=== block 1 ===
==> block_1/pins.png <==
Pins as bars across the die edge, other pins in grey.
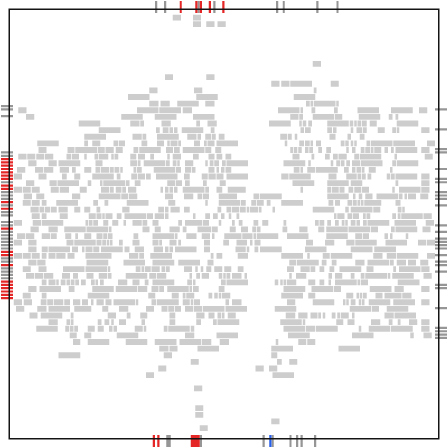

## src/rtl/pulse_gate_counter.sv

```systemverilog
// Gated edge counter: trigger -> programmable delay -> counting gate -> one AXI-Stream result word per gate.
// Optional macro PGC_DEADTIME_EN ignores edges for DEADTIME cycles after each counted edge.
module pulse_gate_counter #(
  parameter int COUNT_WIDTH = 16,
  parameter int GATE_WIDTH  = 32,
  parameter int DEADTIME    = 4
) (
  input  logic                  clk,
  input  logic                  rst,
  input  logic                  edge_in,
  input  logic                  trigger,
  input  logic [GATE_WIDTH-1:0] gate_delay,
  input  logic [GATE_WIDTH-1:0] gate_len,
  output logic [31:0]           M_AXIS_OUT_tdata,
  output logic                  M_AXIS_OUT_tvalid,
  input  logic                  M_AXIS_OUT_tready,
  output logic                  busy,
  output logic                  overflow
);

  typedef enum logic [1:0] {
    IDLE  = 2'd0,
    DELAY = 2'd1,
    GATE  = 2'd2
  } state_t;

  localparam logic [GATE_WIDTH-1:0] ONE = GATE_WIDTH'(1);

  state_t                  state_p0;
  logic [GATE_WIDTH-1:0]   timer_p0;
  logic [GATE_WIDTH-1:0]   len_p0;
  logic [COUNT_WIDTH-1:0]  cnt_p0;
  logic [15:0]             shot_p1;
  logic [31:0]             data_p1;
  logic                    vld_p1;
  logic                    ovf_p1;
  logic                    busy_p0;

  logic                    start;
  logic                    gate_open;
  logic                    last_cycle;
  logic                    dead_ok;
  logic                    hit;
  logic                    accept;
  logic [COUNT_WIDTH-1:0]  cnt_next;

  function automatic logic [COUNT_WIDTH-1:0] sat_inc(input logic [COUNT_WIDTH-1:0] v);
    return (&v) ? v : v + COUNT_WIDTH'(1);
  endfunction

  function automatic logic [15:0] count_field(input logic [COUNT_WIDTH-1:0] v);
    return 16'(v);
  endfunction

  assign start      = (state_p0 == IDLE) && trigger && (gate_len != '0);
  assign gate_open  = (start && (gate_delay == '0)) ||
                      ((state_p0 == DELAY) && (timer_p0 == ONE));
  assign last_cycle = (state_p0 == GATE) && (timer_p0 == ONE);
  assign hit        = (state_p0 == GATE) && edge_in && dead_ok;
  assign cnt_next   = hit ? sat_inc(cnt_p0) : cnt_p0;
  // A held word may only be replaced when it is being transferred in the same cycle.
  assign accept     = !vld_p1 || M_AXIS_OUT_tready;

`ifdef PGC_DEADTIME_EN
  localparam int DT_W = (DEADTIME > 0) ? $clog2(DEADTIME + 1) : 1;
  logic [DT_W-1:0] dead_p0;

  assign dead_ok = (dead_p0 == '0);

  always_ff @(posedge clk or negedge rst) begin
    if (!rst) begin
      dead_p0 <= '0;
    end else if (gate_open) begin
      dead_p0 <= '0;
    end else if (state_p0 == GATE) begin
      if (hit) begin
        dead_p0 <= DT_W'(DEADTIME);
      end else if (dead_p0 != '0) begin
        dead_p0 <= dead_p0 - DT_W'(1);
      end
    end
  end
`else
  assign dead_ok = 1'b1;
`endif

  // Stage 0: gate sequencing and edge accumulation
  always_ff @(posedge clk or negedge rst) begin
    if (!rst) begin
      state_p0 <= IDLE;
      timer_p0 <= '0;
      len_p0   <= '0;
      cnt_p0   <= '0;
      busy_p0  <= 1'b0;
    end else begin
      case (state_p0)
        IDLE: begin
          if (start) begin
            len_p0  <= gate_len;
            busy_p0 <= 1'b1;
            if (gate_delay != '0) begin
              state_p0 <= DELAY;
              timer_p0 <= gate_delay;
            end else begin
              state_p0 <= GATE;
              timer_p0 <= gate_len;
              cnt_p0   <= '0;
            end
          end
        end
        DELAY: begin
          if (timer_p0 == ONE) begin
            state_p0 <= GATE;
            timer_p0 <= len_p0;
            cnt_p0   <= '0;
          end else begin
            timer_p0 <= timer_p0 - ONE;
          end
        end
        GATE: begin
          cnt_p0 <= cnt_next;
          if (last_cycle) begin
            state_p0 <= IDLE;
            busy_p0  <= 1'b0;
          end else begin
            timer_p0 <= timer_p0 - ONE;
          end
        end
        default: begin
          state_p0 <= IDLE;
          busy_p0  <= 1'b0;
        end
      endcase
    end
  end

  // Stage 1: result word, stream handshake and overflow flag
  always_ff @(posedge clk or negedge rst) begin
    if (!rst) begin
      shot_p1 <= '0;
      data_p1 <= '0;
      vld_p1  <= 1'b0;
      ovf_p1  <= 1'b0;
    end else begin
      if (last_cycle) begin
        shot_p1 <= shot_p1 + 16'd1;
        if (accept) begin
          data_p1 <= {shot_p1, count_field(cnt_next)};
          vld_p1  <= 1'b1;
        end else begin
          ovf_p1  <= 1'b1;
        end
      end else if (vld_p1 && M_AXIS_OUT_tready) begin
        vld_p1 <= 1'b0;
      end
    end
  end

  assign M_AXIS_OUT_tdata  = data_p1;
  assign M_AXIS_OUT_tvalid = vld_p1;
  assign busy              = busy_p0;
  assign overflow          = ovf_p1;

endmodule

```

## config.mk

```make
export PLATFORM = sky130hd
export DESIGN_NAME = pulse_gate_counter
export DESIGN_NICKNAME = d
export VERILOG_FILES = /design/src/rtl/pulse_gate_counter.sv
export SDC_FILE = /design/constraint.sdc
export NUM_CORES = 1
export LEC_CHECK = 0
export ABC_AREA = 0
export CAP_MARGIN = 5
export CORE_UTILIZATION = 24
export CTS_CLUSTER_SIZE = 30
export DETAILED_ROUTE_END_ITERATION = 16
export HOLD_SLACK_MARGIN = 0.06
export RECOVER_POWER = 100
export REMOVE_ABC_BUFFERS = 1
export SETUP_SLACK_MARGIN = 0.1
export SYNTH_ARGS = -nofsm -noshare
export SYNTH_HDL_FRONTEND = slang
export SYNTH_SLANG_ARGS = --single-unit
```

## constraint.sdc

```tcl
create_clock -name clk -period 3.2 [get_ports clk]
set_input_delay 0.48 -clock clk [delete_from_list [all_inputs] [get_ports clk]]
set_output_delay 0.48 -clock clk [all_outputs]
set_load 0.005 [all_outputs]
```

=== block 2 ===
File: src/rtl/decode_bypass_stage.sv
// Decode stage between fetch and ALU: RF read, prioritised bypass resolution,
// load-use hazard detection and a registered valid/ready request toward the ALU.

package decode_bypass_pkg;
  localparam int INSTR_WIDTH = 32;
  localparam int PC_WIDTH    = 32;
  localparam int OPCODE_W    = 7;
  localparam int MEM_IMM_W   = 15;

  typedef enum logic [OPCODE_W-1:0] {
    OP_NOP  = 7'h00,
    OP_ADD  = 7'h01,
    OP_SUB  = 7'h02,
    OP_AND  = 7'h03,
    OP_OR   = 7'h04,
    OP_XOR  = 7'h05,
    OP_SLL  = 7'h06,
    OP_SRL  = 7'h07,
    OP_ADDI = 7'h08,
    OP_LDB  = 7'h10,
    OP_LDW  = 7'h11,
    OP_STB  = 7'h12,
    OP_STW  = 7'h13,
    OP_BEQ  = 7'h20,
    OP_JUMP = 7'h21
  } opcode_e;
endpackage

module decode_bypass_stage
  import decode_bypass_pkg::*;
#(
  parameter int DATA_W  = 32,
  parameter int REG_AW  = 5,
  parameter int NUM_BYP = 3,
  parameter int OFF_W   = 32,
  parameter int CNT_W   = 16
) (
  input  logic                        clock,
  input  logic                        reset,
  input  logic                        in_valid,
  output logic                        in_ready,
  input  logic [INSTR_WIDTH-1:0]      in_instr,
  input  logic [PC_WIDTH-1:0]         in_pc,
  output logic [REG_AW-1:0]           rf_rs1_addr,
  output logic [REG_AW-1:0]           rf_rs2_addr,
  input  logic [DATA_W-1:0]           rf_rs1_data,
  input  logic [DATA_W-1:0]           rf_rs2_data,
  input  logic [NUM_BYP-1:0]          byp_valid,
  input  logic [NUM_BYP*REG_AW-1:0]   byp_rd,
  input  logic [NUM_BYP-1:0]          byp_rdy,
  input  logic [NUM_BYP*DATA_W-1:0]   byp_data,
  input  logic                        flush,
  output logic                        out_valid,
  input  logic                        out_ready,
  output logic [OPCODE_W-1:0]         out_opcode,
  output logic [REG_AW-1:0]           out_rd,
  output logic [REG_AW-1:0]           out_ra,
  output logic [DATA_W-1:0]           out_ra_data,
  output logic [DATA_W-1:0]           out_rb_data,
  output logic [OFF_W-1:0]            out_offset,
  output logic [PC_WIDTH-1:0]         out_pc,
  output logic                        out_xcpt_illegal,
  output logic [CNT_W-1:0]            stall_cnt
);

  // Instruction layout below the opcode: rd, ra, rb, then the low offset bits.
  localparam int RD_LSB    = INSTR_WIDTH - OPCODE_W - REG_AW;
  localparam int RA_LSB    = RD_LSB - REG_AW;
  localparam int RB_LSB    = RA_LSB - REG_AW;
  localparam int JMP_OFF_W = RD_LSB + REG_AW;

  typedef struct packed {
    logic [OPCODE_W-1:0] opcode;
    logic [REG_AW-1:0]   rd;
    logic [REG_AW-1:0]   ra;
    logic [DATA_W-1:0]   ra_data;
    logic [DATA_W-1:0]   rb_data;
    logic [OFF_W-1:0]    offset;
    logic [PC_WIDTH-1:0] pc;
    logic                illegal;
  } req_t;

  logic [OPCODE_W-1:0] opcode;
  logic [REG_AW-1:0]   rd_f;
  logic [REG_AW-1:0]   ra_f;
  logic [REG_AW-1:0]   rb_f;
  logic                use_src1;
  logic                use_src2;
  logic                is_store;
  logic                illegal;
  logic [OFF_W-1:0]    offset;

  logic                src1_hit;
  logic                src1_stall;
  logic [DATA_W-1:0]   src1_data;
  logic                src2_hit;
  logic                src2_stall;
  logic [DATA_W-1:0]   src2_data;

  logic                hazard;
  logic                load;

  logic                out_valid_q;
  logic                out_valid_d;
  req_t                req_q;
  req_t                req_d;
  logic [CNT_W-1:0]    stall_cnt_q;
  logic [CNT_W-1:0]    stall_cnt_d;

  assign opcode = in_instr[INSTR_WIDTH-1 -: OPCODE_W];
  assign rd_f   = in_instr[RD_LSB +: REG_AW];
  assign ra_f   = in_instr[RA_LSB +: REG_AW];
  assign rb_f   = in_instr[RB_LSB +: REG_AW];

  // Stores read their data register through the second port.
  assign rf_rs1_addr = ra_f;
  assign rf_rs2_addr = is_store ? rd_f : rb_f;

  always_comb begin
    // NOTE: every combinational output gets a default first so no path leaves it unassigned (no latch).
    use_src1 = 1'b0;
    use_src2 = 1'b0;
    is_store = 1'b0;
    illegal  = 1'b0;
    offset   = '0;
    case (opcode)
      OP_ADD, OP_SUB, OP_AND, OP_OR, OP_XOR, OP_SLL, OP_SRL: begin
        use_src1 = 1'b1;
        use_src2 = 1'b1;
      end
      OP_ADDI: begin
        use_src1 = 1'b1;
        use_src2 = 1'b1;
        offset   = OFF_W'(in_instr[MEM_IMM_W-1:0]);
      end
      OP_LDB, OP_LDW: begin
        use_src1 = 1'b1;
        offset   = OFF_W'(in_instr[MEM_IMM_W-1:0]);
      end
      OP_STB, OP_STW: begin
        use_src1 = 1'b1;
        use_src2 = 1'b1;
        is_store = 1'b1;
        offset   = OFF_W'(in_instr[MEM_IMM_W-1:0]);
      end
      OP_BEQ: begin
        use_src1 = 1'b1;
        use_src2 = 1'b1;
        offset   = OFF_W'({rd_f, in_instr[RB_LSB-1:0]});
      end
      OP_JUMP: offset = OFF_W'(in_instr[JMP_OFF_W-1:0]);
      OP_NOP:  ;
      default: illegal = 1'b1;
    endcase
  end

  // Youngest matching bypass entry wins; older matches are shadowed.
  always_comb begin
    src1_hit   = 1'b0;
    src1_stall = 1'b0;
    src1_data  = rf_rs1_data;
    src2_hit   = 1'b0;
    src2_stall = 1'b0;
    src2_data  = rf_rs2_data;
    for (int i = 0; i < NUM_BYP; i++) begin
      if (!src1_hit && byp_valid[i] && (byp_rd[i*REG_AW +: REG_AW] == rf_rs1_addr)) begin
        src1_hit   = 1'b1;
        src1_stall = !byp_rdy[i];
        src1_data  = byp_data[i*DATA_W +: DATA_W];
      end
      if (!src2_hit && byp_valid[i] && (byp_rd[i*REG_AW +: REG_AW] == rf_rs2_addr)) begin
        src2_hit   = 1'b1;
        src2_stall = !byp_rdy[i];
        src2_data  = byp_data[i*DATA_W +: DATA_W];
      end
    end
  end

  assign hazard   = in_valid && !illegal &&
                    ((use_src1 && src1_stall) || (use_src2 && src2_stall));
  assign in_ready = (!out_valid_q || out_ready) && !hazard && !flush;
  assign load     = in_valid && in_ready;

  always_comb begin
    out_valid_d = out_valid_q;
    req_d       = req_q;
    if (flush) begin
      out_valid_d = 1'b0;
    end else if (load) begin
      out_valid_d    = 1'b1;
      req_d.opcode   = opcode;
      req_d.rd       = rd_f;
      req_d.ra       = ra_f;
      req_d.ra_data  = src1_data;
      req_d.rb_data  = src2_data;
      req_d.offset   = offset;
      req_d.pc       = in_pc;
      req_d.illegal  = illegal;
    end else if (out_ready) begin
      out_valid_d = 1'b0;
    end
  end

  always_comb begin
    stall_cnt_d = stall_cnt_q;
    if (hazard && !flush && (stall_cnt_q != {CNT_W{1'b1}})) begin
      stall_cnt_d = stall_cnt_q + CNT_W'(1);
    end
  end

  always_ff @(posedge clock) begin
    // NOTE: state registers use non-blocking assignments so all of them update from pre-edge values.
    if (reset) begin
      out_valid_q <= 1'b0;
      req_q       <= '0;
      stall_cnt_q <= '0;
    end else begin
      out_valid_q <= out_valid_d;
      req_q       <= req_d;
      stall_cnt_q <= stall_cnt_d;
    end
  end

  assign out_valid        = out_valid_q;
  assign out_opcode       = req_q.opcode;
  assign out_rd           = req_q.rd;
  assign out_ra           = req_q.ra;
  assign out_ra_data      = req_q.ra_data;
  assign out_rb_data      = req_q.rb_data;
  assign out_offset       = req_q.offset;
  assign out_pc           = req_q.pc;
  assign out_xcpt_illegal = req_q.illegal;
  assign stall_cnt        = stall_cnt_q;

endmodule
File: config.mk
export PLATFORM = sky130hd
export DESIGN_NAME = decode_bypass_stage
export DESIGN_NICKNAME = d
export VERILOG_FILES = /design/src/rtl/decode_bypass_stage.sv
export SDC_FILE = /design/constraint.sdc
export NUM_CORES = 1
export LEC_CHECK = 0
export CORE_AREA = 2 2 164 166
export CTS_BUF_LIST = sky130_fd_sc_hd__clkbuf_4
export DETAILED_ROUTE_END_ITERATION = 6
export DIE_AREA = 0 0 166 168
export PLACE_DENSITY_LB_ADDON = 0.08
export SLEW_MARGIN = 25
export SYNTH_ARGS = -nofsm -noshare
export SYNTH_HDL_FRONTEND = slang
export SYNTH_SLANG_ARGS = --single-unit
File: constraint.sdc
create_clock -name clock -period 5.2 [get_ports clock]
set_clock_uncertainty 0.15 [all_clocks]
set_input_delay 1.04 -clock clock [delete_from_list [all_inputs] [get_ports clock]]
set_output_delay 1.04 -clock clock [all_outputs]
set_load 0.1 [all_outputs]
=== block 3 ===
**src/rtl/keyexp_seq.sv**
```systemverilog
// rtl/keyexp_seq.sv - AES key-expansion sequencer with a readable round-key buffer
//
// keyexp_sbox : combinational AES S-box
//   a  in  8 : byte in
//   y  out 8 : S-box substitution of a
//
// keyexp_seq  : expands a 128/192/256-bit key one word per cycle into a buffer
//   clk, rst                   clock, asynchronous active-high reset
//   i_valid, o_ready           key load handshake
//   i_mode                     key size (0=128, 1=192, 2=256, 3=reserved)
//   i_key                      key, word 0 in the MSBs, unused low words ignored
//   o_wvalid, o_widx, o_w      one-cycle strobe with index and value of each new word
//   o_done                     level: full schedule for the last accepted key stored
//   o_err                      one-cycle strobe: reserved mode accepted
//   i_rd_round                 round-key read address
//   o_rd_key, o_rd_valid       combinational round-key read data and validity

module keyexp_sbox (
    input  logic [7:0] a,
    output logic [7:0] y
);
    localparam logic [0:255][7:0] SBOX = {
        128'h637c777bf26b6fc53001672bfed7ab76,
        128'hca82c97dfa5947f0add4a2af9ca472c0,
        128'hb7fd9326363ff7cc34a5e5f171d83115,
        128'h04c723c31896059a071280e2eb27b275,
        128'h09832c1a1b6e5aa0523bd6b329e32f84,
        128'h53d100ed20fcb15b6acbbe394a4c58cf,
        128'hd0efaafb434d338545f9027f503c9fa8,
        128'h51a3408f929d38f5bcb6da2110fff3d2,
        128'hcd0c13ec5f974417c4a77e3d645d1973,
        128'h60814fdc222a908846eeb814de5e0bdb,
        128'he0323a0a4906245cc2d3ac629195e479,
        128'he7c8376d8dd54ea96c56f4ea657aae08,
        128'hba78252e1ca6b4c6e8dd741f4bbd8b8a,
        128'h703eb5664803f60e613557b986c11d9e,
        128'he1f8981169d98e949b1e87e9ce5528df,
        128'h8ca1890dbfe6426841992d0fb054bb16
    };

    assign y = SBOX[a];
endmodule

module keyexp_seq #(
    parameter int WORD   = 32,
    parameter int NB     = 4,
    parameter int MAX_NK = 8
) (
    input  logic                   clk,
    input  logic                   rst,
    input  logic                   i_valid,
    output logic                   o_ready,
    input  logic [1:0]             i_mode,
    input  logic [WORD*MAX_NK-1:0] i_key,
    output logic                   o_wvalid,
    output logic [5:0]             o_widx,
    output logic [WORD-1:0]        o_w,
    output logic                   o_done,
    output logic                   o_err,
    input  logic [3:0]             i_rd_round,
    output logic [WORD*NB-1:0]     o_rd_key,
    output logic                   o_rd_valid
);
    localparam int KW    = (MAX_NK > 1) ? $clog2(MAX_NK) : 1;
    // o_widx is 6 bits wide, so the buffer covers the whole index space and any
    // 4-bit read address maps inside it.
    localparam int DEPTH = 64;

    typedef enum logic [1:0] {S_IDLE, S_EXPAND, S_DONE} state_t;

    state_t     state;
    logic [1:0] mode;
    logic [6:0] wcnt;
    logic [5:0] idx;
    logic [3:0] kcnt;   // i mod NK, kept as a wrap counter
    logic [7:0] rcon;

    logic [WORD-1:0] kbuf  [DEPTH];
    logic [WORD-1:0] win   [MAX_NK];  // win[k] holds w[i-1-k]
    logic [WORD-1:0] key_w [MAX_NK];

    function automatic logic [3:0] nk_of(input logic [1:0] m);
        case (m)
            2'd0:    nk_of = 4'd4;
            2'd1:    nk_of = 4'd6;
            default: nk_of = 4'd8;
        endcase
    endfunction

    function automatic logic [3:0] nr_of(input logic [1:0] m);
        case (m)
            2'd0:    nr_of = 4'd10;
            2'd1:    nr_of = 4'd12;
            default: nr_of = 4'd14;
        endcase
    endfunction

    logic [3:0] nk_in, nk_cur, nr_cur, nk_m1;
    logic [5:0] last_idx;
    logic       legal, load_en, exp_en;

    assign nk_in    = nk_of(i_mode);
    assign nk_cur   = nk_of(mode);
    assign nr_cur   = nr_of(mode);
    assign nk_m1    = nk_cur - 4'd1;
    assign last_idx = 6'(NB * (int'(nr_cur) + 1) - 1);
    assign o_ready  = (state != S_EXPAND);
    assign legal    = (i_mode != 2'd3);
    // Gated with rst so the unreset storage never loads while reset is held.
    assign load_en  = !rst && i_valid && o_ready && legal;
    assign exp_en   = !rst && (state == S_EXPAND);

    for (genvar j = 0; j < MAX_NK; j++) begin : g_key
        assign key_w[j] = i_key[WORD*(MAX_NK-j)-1 -: WORD];
    end

    logic [WORD-1:0] prev_w, old_w, rot_w, sub_in, sub_out, new_w;
    logic [7:0]      rcon_next;
    logic            is_rot, is_sub;

    for (genvar b = 0; b < WORD/8; b++) begin : g_sbox
        keyexp_sbox u_sbox (
            .a (sub_in[8*b +: 8]),
            .y (sub_out[8*b +: 8])
        );
    end

    always_comb begin
        prev_w    = win[0];
        old_w     = win[nk_m1[KW-1:0]];
        rot_w     = {prev_w[WORD-9:0], prev_w[WORD-1 -: 8]};
        is_rot    = (kcnt == 4'd0);
        // The extra SubWord step only exists for 256-bit keys, half way through each NK block.
        is_sub    = (nk_cur == 4'd8) && (kcnt == 4'd4);
        sub_in    = is_rot ? rot_w : prev_w;
        rcon_next = {rcon[6:0], 1'b0} ^ (rcon[7] ? 8'h1b : 8'h00);
        if (is_rot) begin
            new_w = old_w ^ sub_out ^ {rcon, {(WORD-8){1'b0}}};
        end else if (is_sub) begin
            new_w = old_w ^ sub_out;
        end else begin
            new_w = old_w ^ prev_w;
        end
    end

    logic [7:0] rd_last;

    always_comb begin
        o_rd_key = '0;
        for (int k = 0; k < NB; k++) begin
            o_rd_key[WORD*(NB-k)-1 -: WORD] = kbuf[6'(NB * int'(i_rd_round) + k)];
        end
        rd_last    = 8'(NB * int'(i_rd_round) + NB - 1);
        o_rd_valid = (rd_last < {1'b0, wcnt}) && (i_rd_round <= nr_cur);
    end

    always_ff @(posedge clk or posedge rst) begin
        if (rst) begin
            state    <= S_IDLE;
            mode     <= 2'd0;
            wcnt     <= 7'd0;
            idx      <= 6'd0;
            kcnt     <= 4'd0;
            rcon     <= 8'h01;
            o_wvalid <= 1'b0;
            o_widx   <= 6'd0;
            o_w      <= '0;
            o_done   <= 1'b0;
            o_err    <= 1'b0;
        end else begin
            o_wvalid <= 1'b0;
            o_err    <= 1'b0;
            case (state)
                S_IDLE, S_DONE: begin
                    if (i_valid) begin
                        o_done <= 1'b0;
                        if (!legal) begin
                            o_err <= 1'b1;
                            wcnt  <= 7'd0;
                            state <= S_IDLE;
                        end else begin
                            mode  <= i_mode;
                            wcnt  <= {3'b0, nk_in};
                            idx   <= {2'b0, nk_in};
                            kcnt  <= 4'd0;
                            rcon  <= 8'h01;
                            state <= S_EXPAND;
                        end
                    end else if (state == S_DONE) begin
                        // Raised on the first DONE cycle, one cycle after the last word strobe.
                        o_done <= 1'b1;
                    end
                end
                S_EXPAND: begin
                    o_wvalid <= 1'b1;
                    o_widx   <= idx;
                    o_w      <= new_w;
                    wcnt     <= wcnt + 7'd1;
                    idx      <= idx + 6'd1;
                    kcnt     <= (kcnt == nk_m1) ? 4'd0 : kcnt + 4'd1;
                    if (is_rot) begin
                        rcon <= rcon_next;
                    end
                    if (idx == last_idx) begin
                        state <= S_DONE;
                    end
                end
                default: state <= S_IDLE;
            endcase
        end
    end

    // Buffer and window carry no reset; validity is tracked by wcnt alone.
    always_ff @(posedge clk) begin
        if (load_en) begin
            for (int k = 0; k < MAX_NK; k++) begin
                if (k < int'(nk_in)) begin
                    kbuf[6'(k)] <= key_w[k];
                    win[k]      <= key_w[KW'(int'(nk_in) - 1 - k)];
                end
            end
        end else if (exp_en) begin
            kbuf[idx] <= new_w;
            win[0]    <= new_w;
            for (int k = 1; k < MAX_NK; k++) begin
                win[k] <= win[k-1];
            end
        end
    end
endmodule

```
**config.mk**
```make
export PLATFORM = sky130hd
export DESIGN_NAME = keyexp_seq
export DESIGN_NICKNAME = d
export VERILOG_FILES = /design/src/rtl/keyexp_seq.sv
export SDC_FILE = /design/constraint.sdc
export NUM_CORES = 2
export LEC_CHECK = 0
export CAP_MARGIN = 40
export CELL_PAD_IN_SITES_DETAIL_PLACEMENT = 2
export CELL_PAD_IN_SITES_GLOBAL_PLACEMENT = 2
export CORE_MARGIN = 2
export CORE_UTILIZATION = 30
export DETAILED_ROUTE_END_ITERATION = 16
export PLACE_DENSITY_LB_ADDON = 0.25
export SLEW_MARGIN = 20
export SYNTH_ARGS = -nofsm -noshare
export SYNTH_HDL_FRONTEND = slang
export SYNTH_SLANG_ARGS = --single-unit
export TNS_END_PERCENT = 30
```
**constraint.sdc**
```tcl
create_clock -name clk -period 9.7 [get_ports clk]
set_clock_uncertainty 0.2 [all_clocks]
set_input_delay 1.455 -clock clk [delete_from_list [all_inputs] [get_ports clk]]
set_output_delay 1.455 -clock clk [all_outputs]
set_load 0.02 [all_outputs]
```
=== block 4 ===
===== src/rtl/hdr_fp_pkg.sv =====
// rtl/hdr_fp_pkg.sv - shared constants and FSM encoding for the HDR fixed-point blocks
package hdr_fp_pkg;

  localparam int N      = 32;
  localparam int FP     = 4;
  localparam int ITER_W = 6;

  typedef enum logic [1:0] {
    IDLE = 2'd0,
    CALC = 2'd1,
    DONE = 2'd2
  } state_t;

endpackage


===== src/rtl/fp_pack.sv =====
// rtl/fp_pack.sv - formats a 2N-bit raw product into QN-FP.FP plus overflow flag
// Rounding is half-up when MUL_ROUND_EN is defined, truncation otherwise.
module fp_pack
  import hdr_fp_pkg::*;
(
  input  logic [2*N-1:0] prod,
  output logic [N-1:0]   out,
  output logic           ovf
);

  logic high_bits;
  assign high_bits = |prod[2*N-1:N+FP];

`ifdef MUL_ROUND_EN
  logic [N:0] rounded;
  logic [FP-2:0] unused_lsbs;
  assign unused_lsbs = prod[FP-2:0];
  assign rounded = {1'b0, prod[N+FP-1:FP]} + {{N{1'b0}}, prod[FP-1]};
  assign out     = rounded[N-1:0];
  // A carry out of the rounding increment is an overflow just like lost high bits.
  assign ovf     = high_bits | rounded[N];
`else
  logic [FP-1:0] unused_lsbs;
  assign unused_lsbs = prod[FP-1:0];
  assign out = prod[N+FP-1:FP];
  assign ovf = high_bits;
`endif

endmodule


===== src/rtl/mul_32bit_4fp_seq.sv =====
// rtl/mul_32bit_4fp_seq.sv - radix-2 shift-add Q28.4 multiplier with start/done handshake
// Optional half-up rounding via MUL_ROUND_EN (implemented inside fp_pack).
module mul_32bit_4fp_seq
  import hdr_fp_pkg::*;
(
  input  logic         clk,
  input  logic         rst,
  input  logic [N-1:0] A,
  input  logic [N-1:0] B,
  input  logic         valid,
  output logic [N-1:0] OUT,
  output logic         ovrflow,
  output logic         ready,
  output logic         busy
);

  state_t state, next_state;

  logic [2*N-1:0]    m;
  logic [2*N-1:0]    p;
  logic [N-1:0]      q;
  logic [ITER_W-1:0] cnt;
  logic [N-1:0]      fmt_out;
  logic              fmt_ovf;

  fp_pack u_fp_pack (
    .prod (p),
    .out  (fmt_out),
    .ovf  (fmt_ovf)
  );

  always_ff @(posedge clk or posedge rst) begin
    if (rst) state <= IDLE;
    else     state <= next_state;
  end

  always_comb begin
    next_state = state;
    case (state)
      IDLE:    if (valid) next_state = CALC;
      CALC:    if (cnt == ITER_W'(N - 1)) next_state = DONE;
      DONE:    next_state = IDLE;
      default: next_state = IDLE;
    endcase
  end

  always_ff @(posedge clk or posedge rst) begin
    if (rst) begin
      m       <= '0;
      p       <= '0;
      q       <= '0;
      cnt     <= '0;
      OUT     <= '0;
      ovrflow <= 1'b0;
      ready   <= 1'b0;
    end else begin
      ready <= (state == DONE);
      case (state)
        IDLE: begin
          if (valid) begin
            m   <= {{N{1'b0}}, A};
            q   <= B;
            p   <= '0;
            cnt <= '0;
          end
        end
        CALC: begin
          if (q[0]) p <= p + m;
          m   <= m << 1;
          q   <= q >> 1;
          cnt <= cnt + 1'b1;
        end
        DONE: begin
          OUT     <= fmt_out;
          ovrflow <= fmt_ovf;
        end
        default: ;
      endcase
    end
  end

  // Stays high through the ready cycle so it falls together with ready.
  assign busy = (state != IDLE) || ready;

endmodule


===== config.mk =====
export PLATFORM = sky130hd
export DESIGN_NAME = mul_32bit_4fp_seq
export DESIGN_NICKNAME = d
export VERILOG_FILES = /design/src/rtl/hdr_fp_pkg.sv /design/src/rtl/fp_pack.sv /design/src/rtl/mul_32bit_4fp_seq.sv
export SDC_FILE = /design/constraint.sdc
export NUM_CORES = 1
export LEC_CHECK = 0
export CORE_ASPECT_RATIO = 1.4
export CORE_MARGIN = 4
export CORE_UTILIZATION = 38
export CTS_BUF_LIST = sky130_fd_sc_hd__clkbuf_8
export DETAILED_ROUTE_END_ITERATION = 7
export SYNTH_ARGS = -nofsm -noshare
export SYNTH_HDL_FRONTEND = slang
export SYNTH_SLANG_ARGS = --single-unit

===== constraint.sdc =====
create_clock -name clk -period 17.1 [get_ports clk]
set_input_delay 1.71 -clock clk [delete_from_list [all_inputs] [get_ports clk]]
set_output_delay 1.71 -clock clk [all_outputs]
set_load 0.05 [all_outputs]


==> screenshots <==
Wiring by layer.
panel A
Bar = 50 µm.
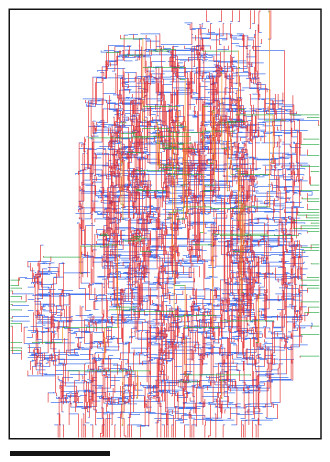
panel B
Bar = 200 µm.
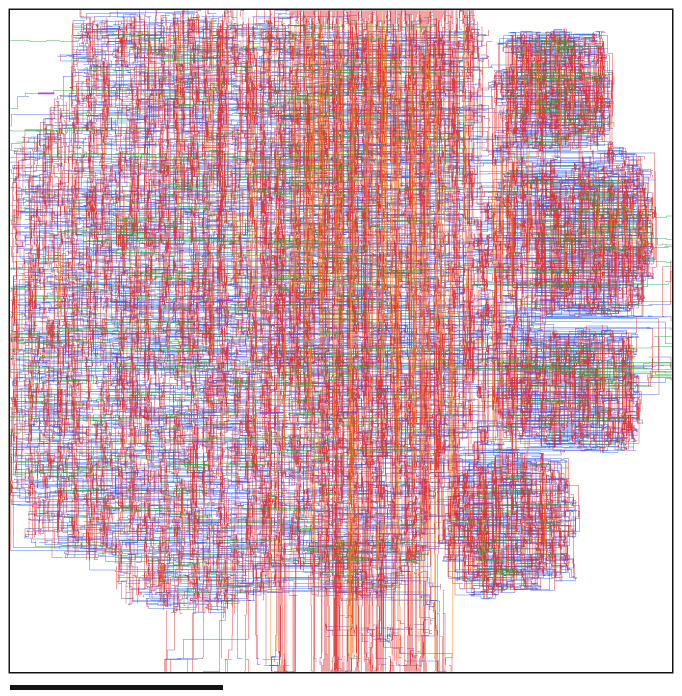
panel C
Bar = 50 µm.
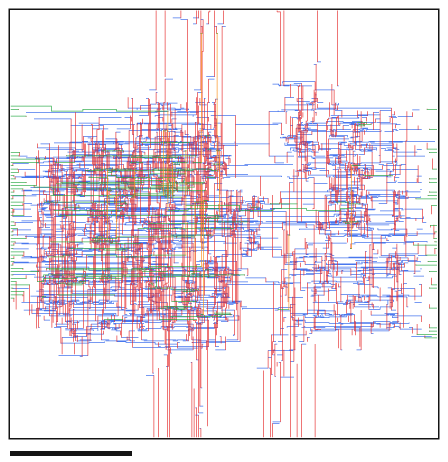
panel D
Bar = 50 µm.
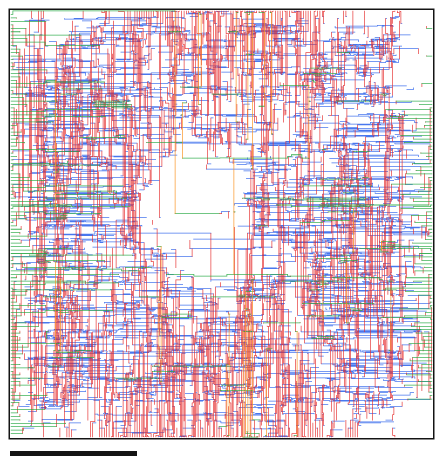
| from | picture |
|---|---|
| block 4 | panel A |
| block 1 | panel C |
| block 3 | panel B |
| block 2 | panel D |
- largest die: panel B
- most wire: panel B

==> block_2/pins.png <==
Pins as bars across the die edge, other pins in grey.
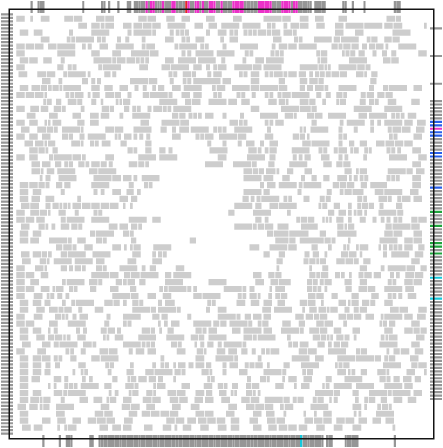
colour	port	pins	direction	edge
red	`in_ready`	1	output	north
green	`out_ra`	5	output	east
cyan	`byp_valid`	3	input	2 east, 1 south
blue	`out_opcode`	7	output	east
magenta	`out_pc`	32	output	31 north, 1 east
all pins by edge	122 west, 113 south, 99 north, 90 east
die height: 168 µm
PortBufs: 416

==> run summary, block 2 <==
run metrics: Cells after Synth=1173, smallest setup slack after layout=0.200 ns, Tcrit/Tclk final=96.2%, Core Util, Final=52.1%, met3 Use GR=7.19%, status=finished clean, Final Power=0.00321 W, H-tree levels=4, mux frac, synth=6.99%, most numerous logic cell after layout=clkdlybuf4s50_1, reg2reg path depth=7, Crit. path cell count=9, Net Sw Frac=40.9%, AO/OA Area Share=28.7%, yosys cell count=1173, gr ovfl total=0, P&R area growth vs syn=49.6%
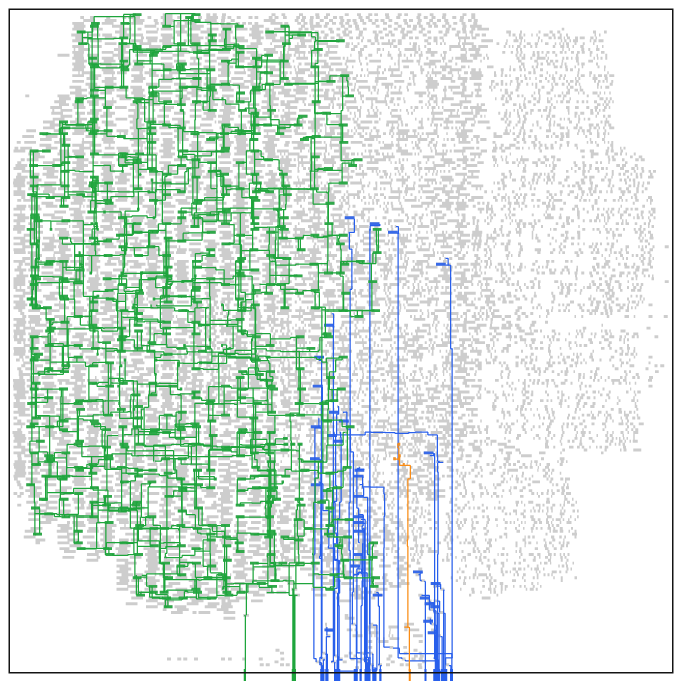
(block_3/port_nets.png)
colour	port	bits	direction	end cells	buffers	wire
green	`i_rd_round`	4	input	701	30	25.8 mm
orange	`i_valid`	1	input	5	1	239 µm
blue	`o_w`	32	output	32	32	6610 µm

==> run summary, block 3 <==
run metrics: clk pwr=0.00948 W, cell count after placement=13100, adder share=0.724%, Synth area leaders=edfxtp_1 61%, mux4_2 12%, o21ai_0 2.6%, DP Area=126000 µm², status=finished clean, CP Launch Point=kcnt[1]$_DFFE_PP0P_, NonClk Buf Share=6.26%, Final nets=8707, count leader, synth=edfxtp_1, Die W=620 µm, OpenROAD warnings=92, endpoint type of the worst setup path=flop, Cells after Synth=7974, wire length per cell=41.7 µm, Starting DRT DRC Count=10100, met3 Use GR=4.10%, H-tree levels=4, register share of the cell area=52.7%, Crit. path cell count=18, Top Metal Used=met5, Inverters=78, clk buf depth=4
==> block_4/pins.png <==
Pins as bars across the die edge, other pins in grey.
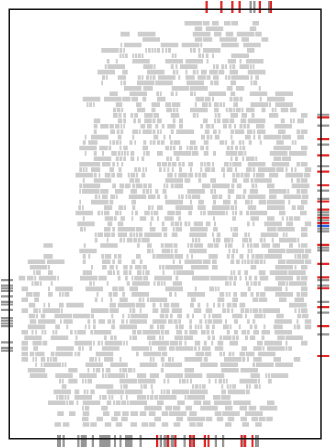
colour	port	pins	direction	edge
red	`OUT`	32	output	16 east, 10 south, 6 north
blue	`valid`	1	input	east
die height: 215 µm
Die W: 156 µm
PortBufs: 101

==> block_4/final_placement.png <==
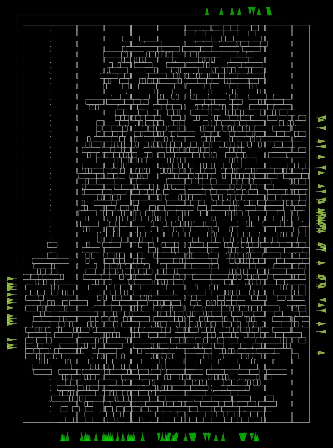
FF+latch count: 202
fill count: 2955
Tap Cells: 385
Core Area: 30000 µm²

==> run summary, block 4 <==
run metrics: met3 Use GR=2.90%, pwr dens=179 nW/µm², yosys warning tally=0, non-filler cells, final=1801, Post-CTS Hold Buffers=0, Cells after Synth=1314, P_leak=6.08 nW, Hold EP=q[17]$_DFFE_PP0P_, residual DRC count=0, worst endpoint required time=15.39 ns, Non-clk bufs=110, AO/OA Area Share=22.2%, power share of the combinational group=50.3%, P&R area growth vs syn=17.7%, Synth Area per Inst=8.83 µm², Net Sw Frac=44.4%, R2R Path End=p[56]$_DFFE_PP0P_, Final Power=0.00245 W, Internal=0.00136 W, most numerous logic cell after layout=nand2_1, Seq/Total Area, Yosys=43.6%, hold slack=0.474 ns, IO Pins=102, clk ins delay skew pair=0.56 ns, Global Route Usage Sum=18.4%, Top Metal Used=met4, Starting DRT DRC Count=501, Main logic family=AND-OR/OR-AND gates, NonClk Buf Share=7.90%, status=finished clean, smallest setup slack after layout=13.21 ns, f_max=257 MHz, largest net degree at the start of global routing=143, slowest CP cell=clkdlybuf4s50_1, initial antenna violation count=0, Synth area leaders=dfrtp_1 44%, nand2_1 8.3%, ha_1 6.9%, crit path time final=3.89 ns, cells along the critical path=or3_1 -> clkdlybuf4s50_1, drt total wl=31.0 mm
==> block_1/port_nets.png <==
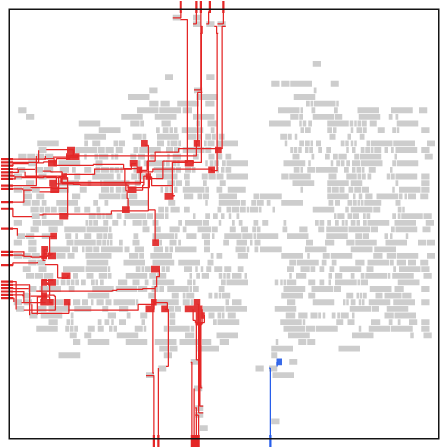
colour	port	bits	direction	end cells	buffers	wire
blue	`M_AXIS_OUT_tready`	1	input	1	1	30.6 µm
red	`gate_delay`	32	input	40	32	1790 µm
IO Pins: 104
PortBufs: 103

About block_1/pins.png:
colour	port	pins	direction	edge
blue	`M_AXIS_OUT_tready`	1	input	south
red	`gate_delay`	32	input	21 west, 6 south, 5 north
all pins by edge	47 west, 28 east, 16 south, 13 north

==> run summary, block 1 <==
run metrics: Final Power=0.00798 W, distinct cell type count after synthesis=64, placed wire-length estimate=16.7 mm, yosys cell count=729, failing checks=capacitance limit, slew limit, Sink Count=133, critical path's largest stage delay=0.65 ns, Worst Clk Skew=0.0110 ns, met2 routed WL=10.4 mm, Synth Area per Inst=9.95 µm², CP most frequent cell=or4_1, share of cells above drive strength 1=13.3%, P_leak=3.93 nW, Crit. path cell count=6, final hold viol count=0, status=finished with violations, clk ins delay skew pair=0.43 ns, fin. max-slew vios=57, crit path to=timer_p0[15]$_DFFE_PN0P_, ys flops=133, register share of the cell area=35.1%, maximum capacitance violations=1


==> screenshots <==
Clock distribution.
shot_01.png
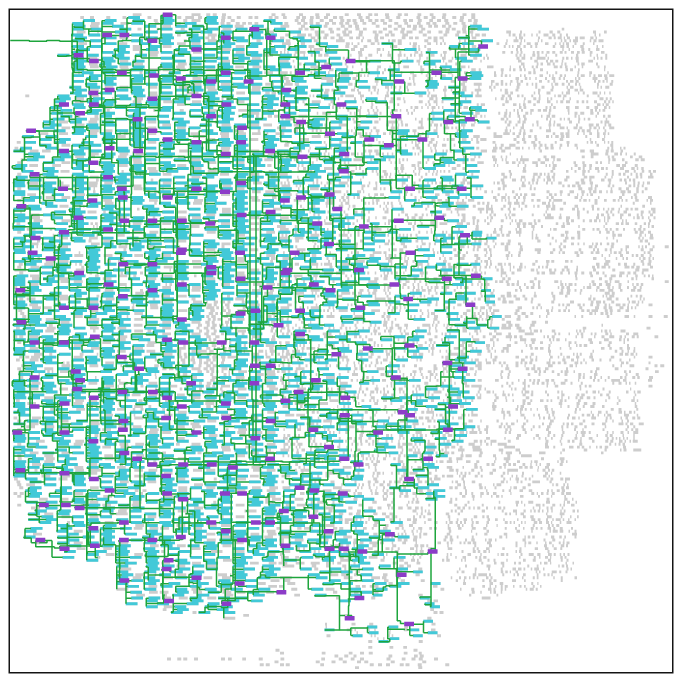
shot_02.png
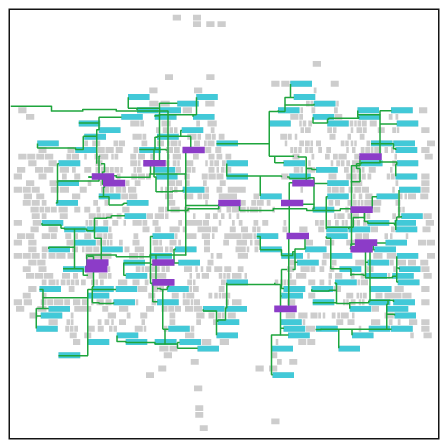
shot_03.png
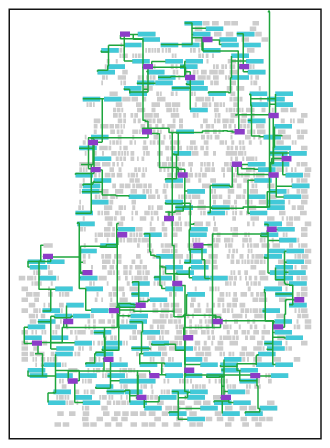
shot_04.png
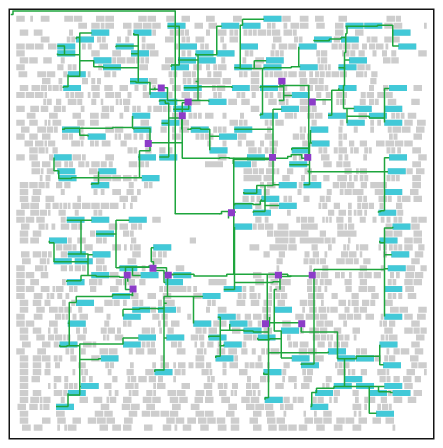
- block 2 = shot_04.png
- block 4 = shot_03.png
- block 1 = shot_02.png
- block 3 = shot_01.png


==> gallery <==
Cell outlines without signal wires.
Plate I
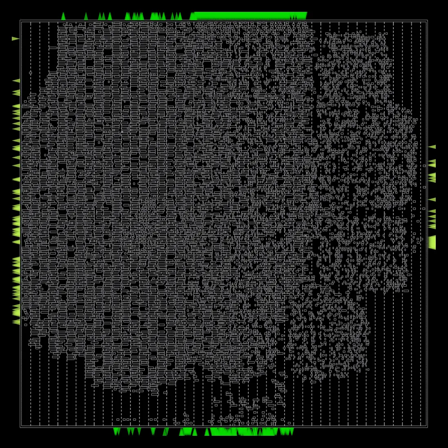
Plate II
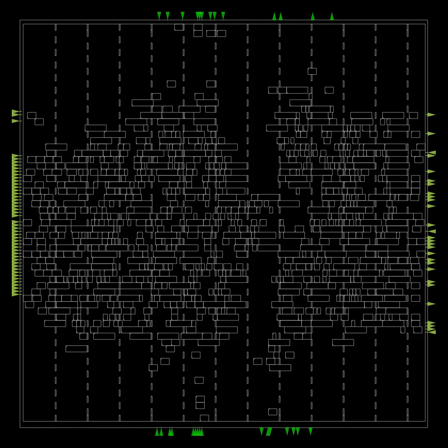
Plate III
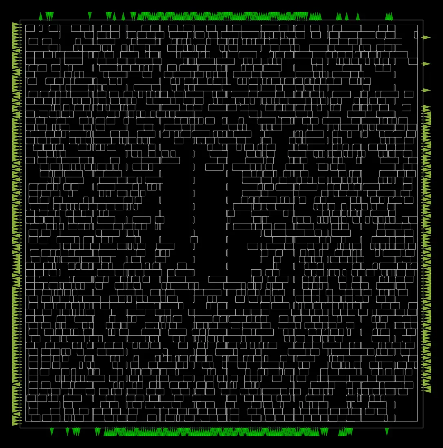
- Plate III = block 2
- Plate II = block 1
- Plate I = block 3

Power is estimated from default activity; no workload was simulated.
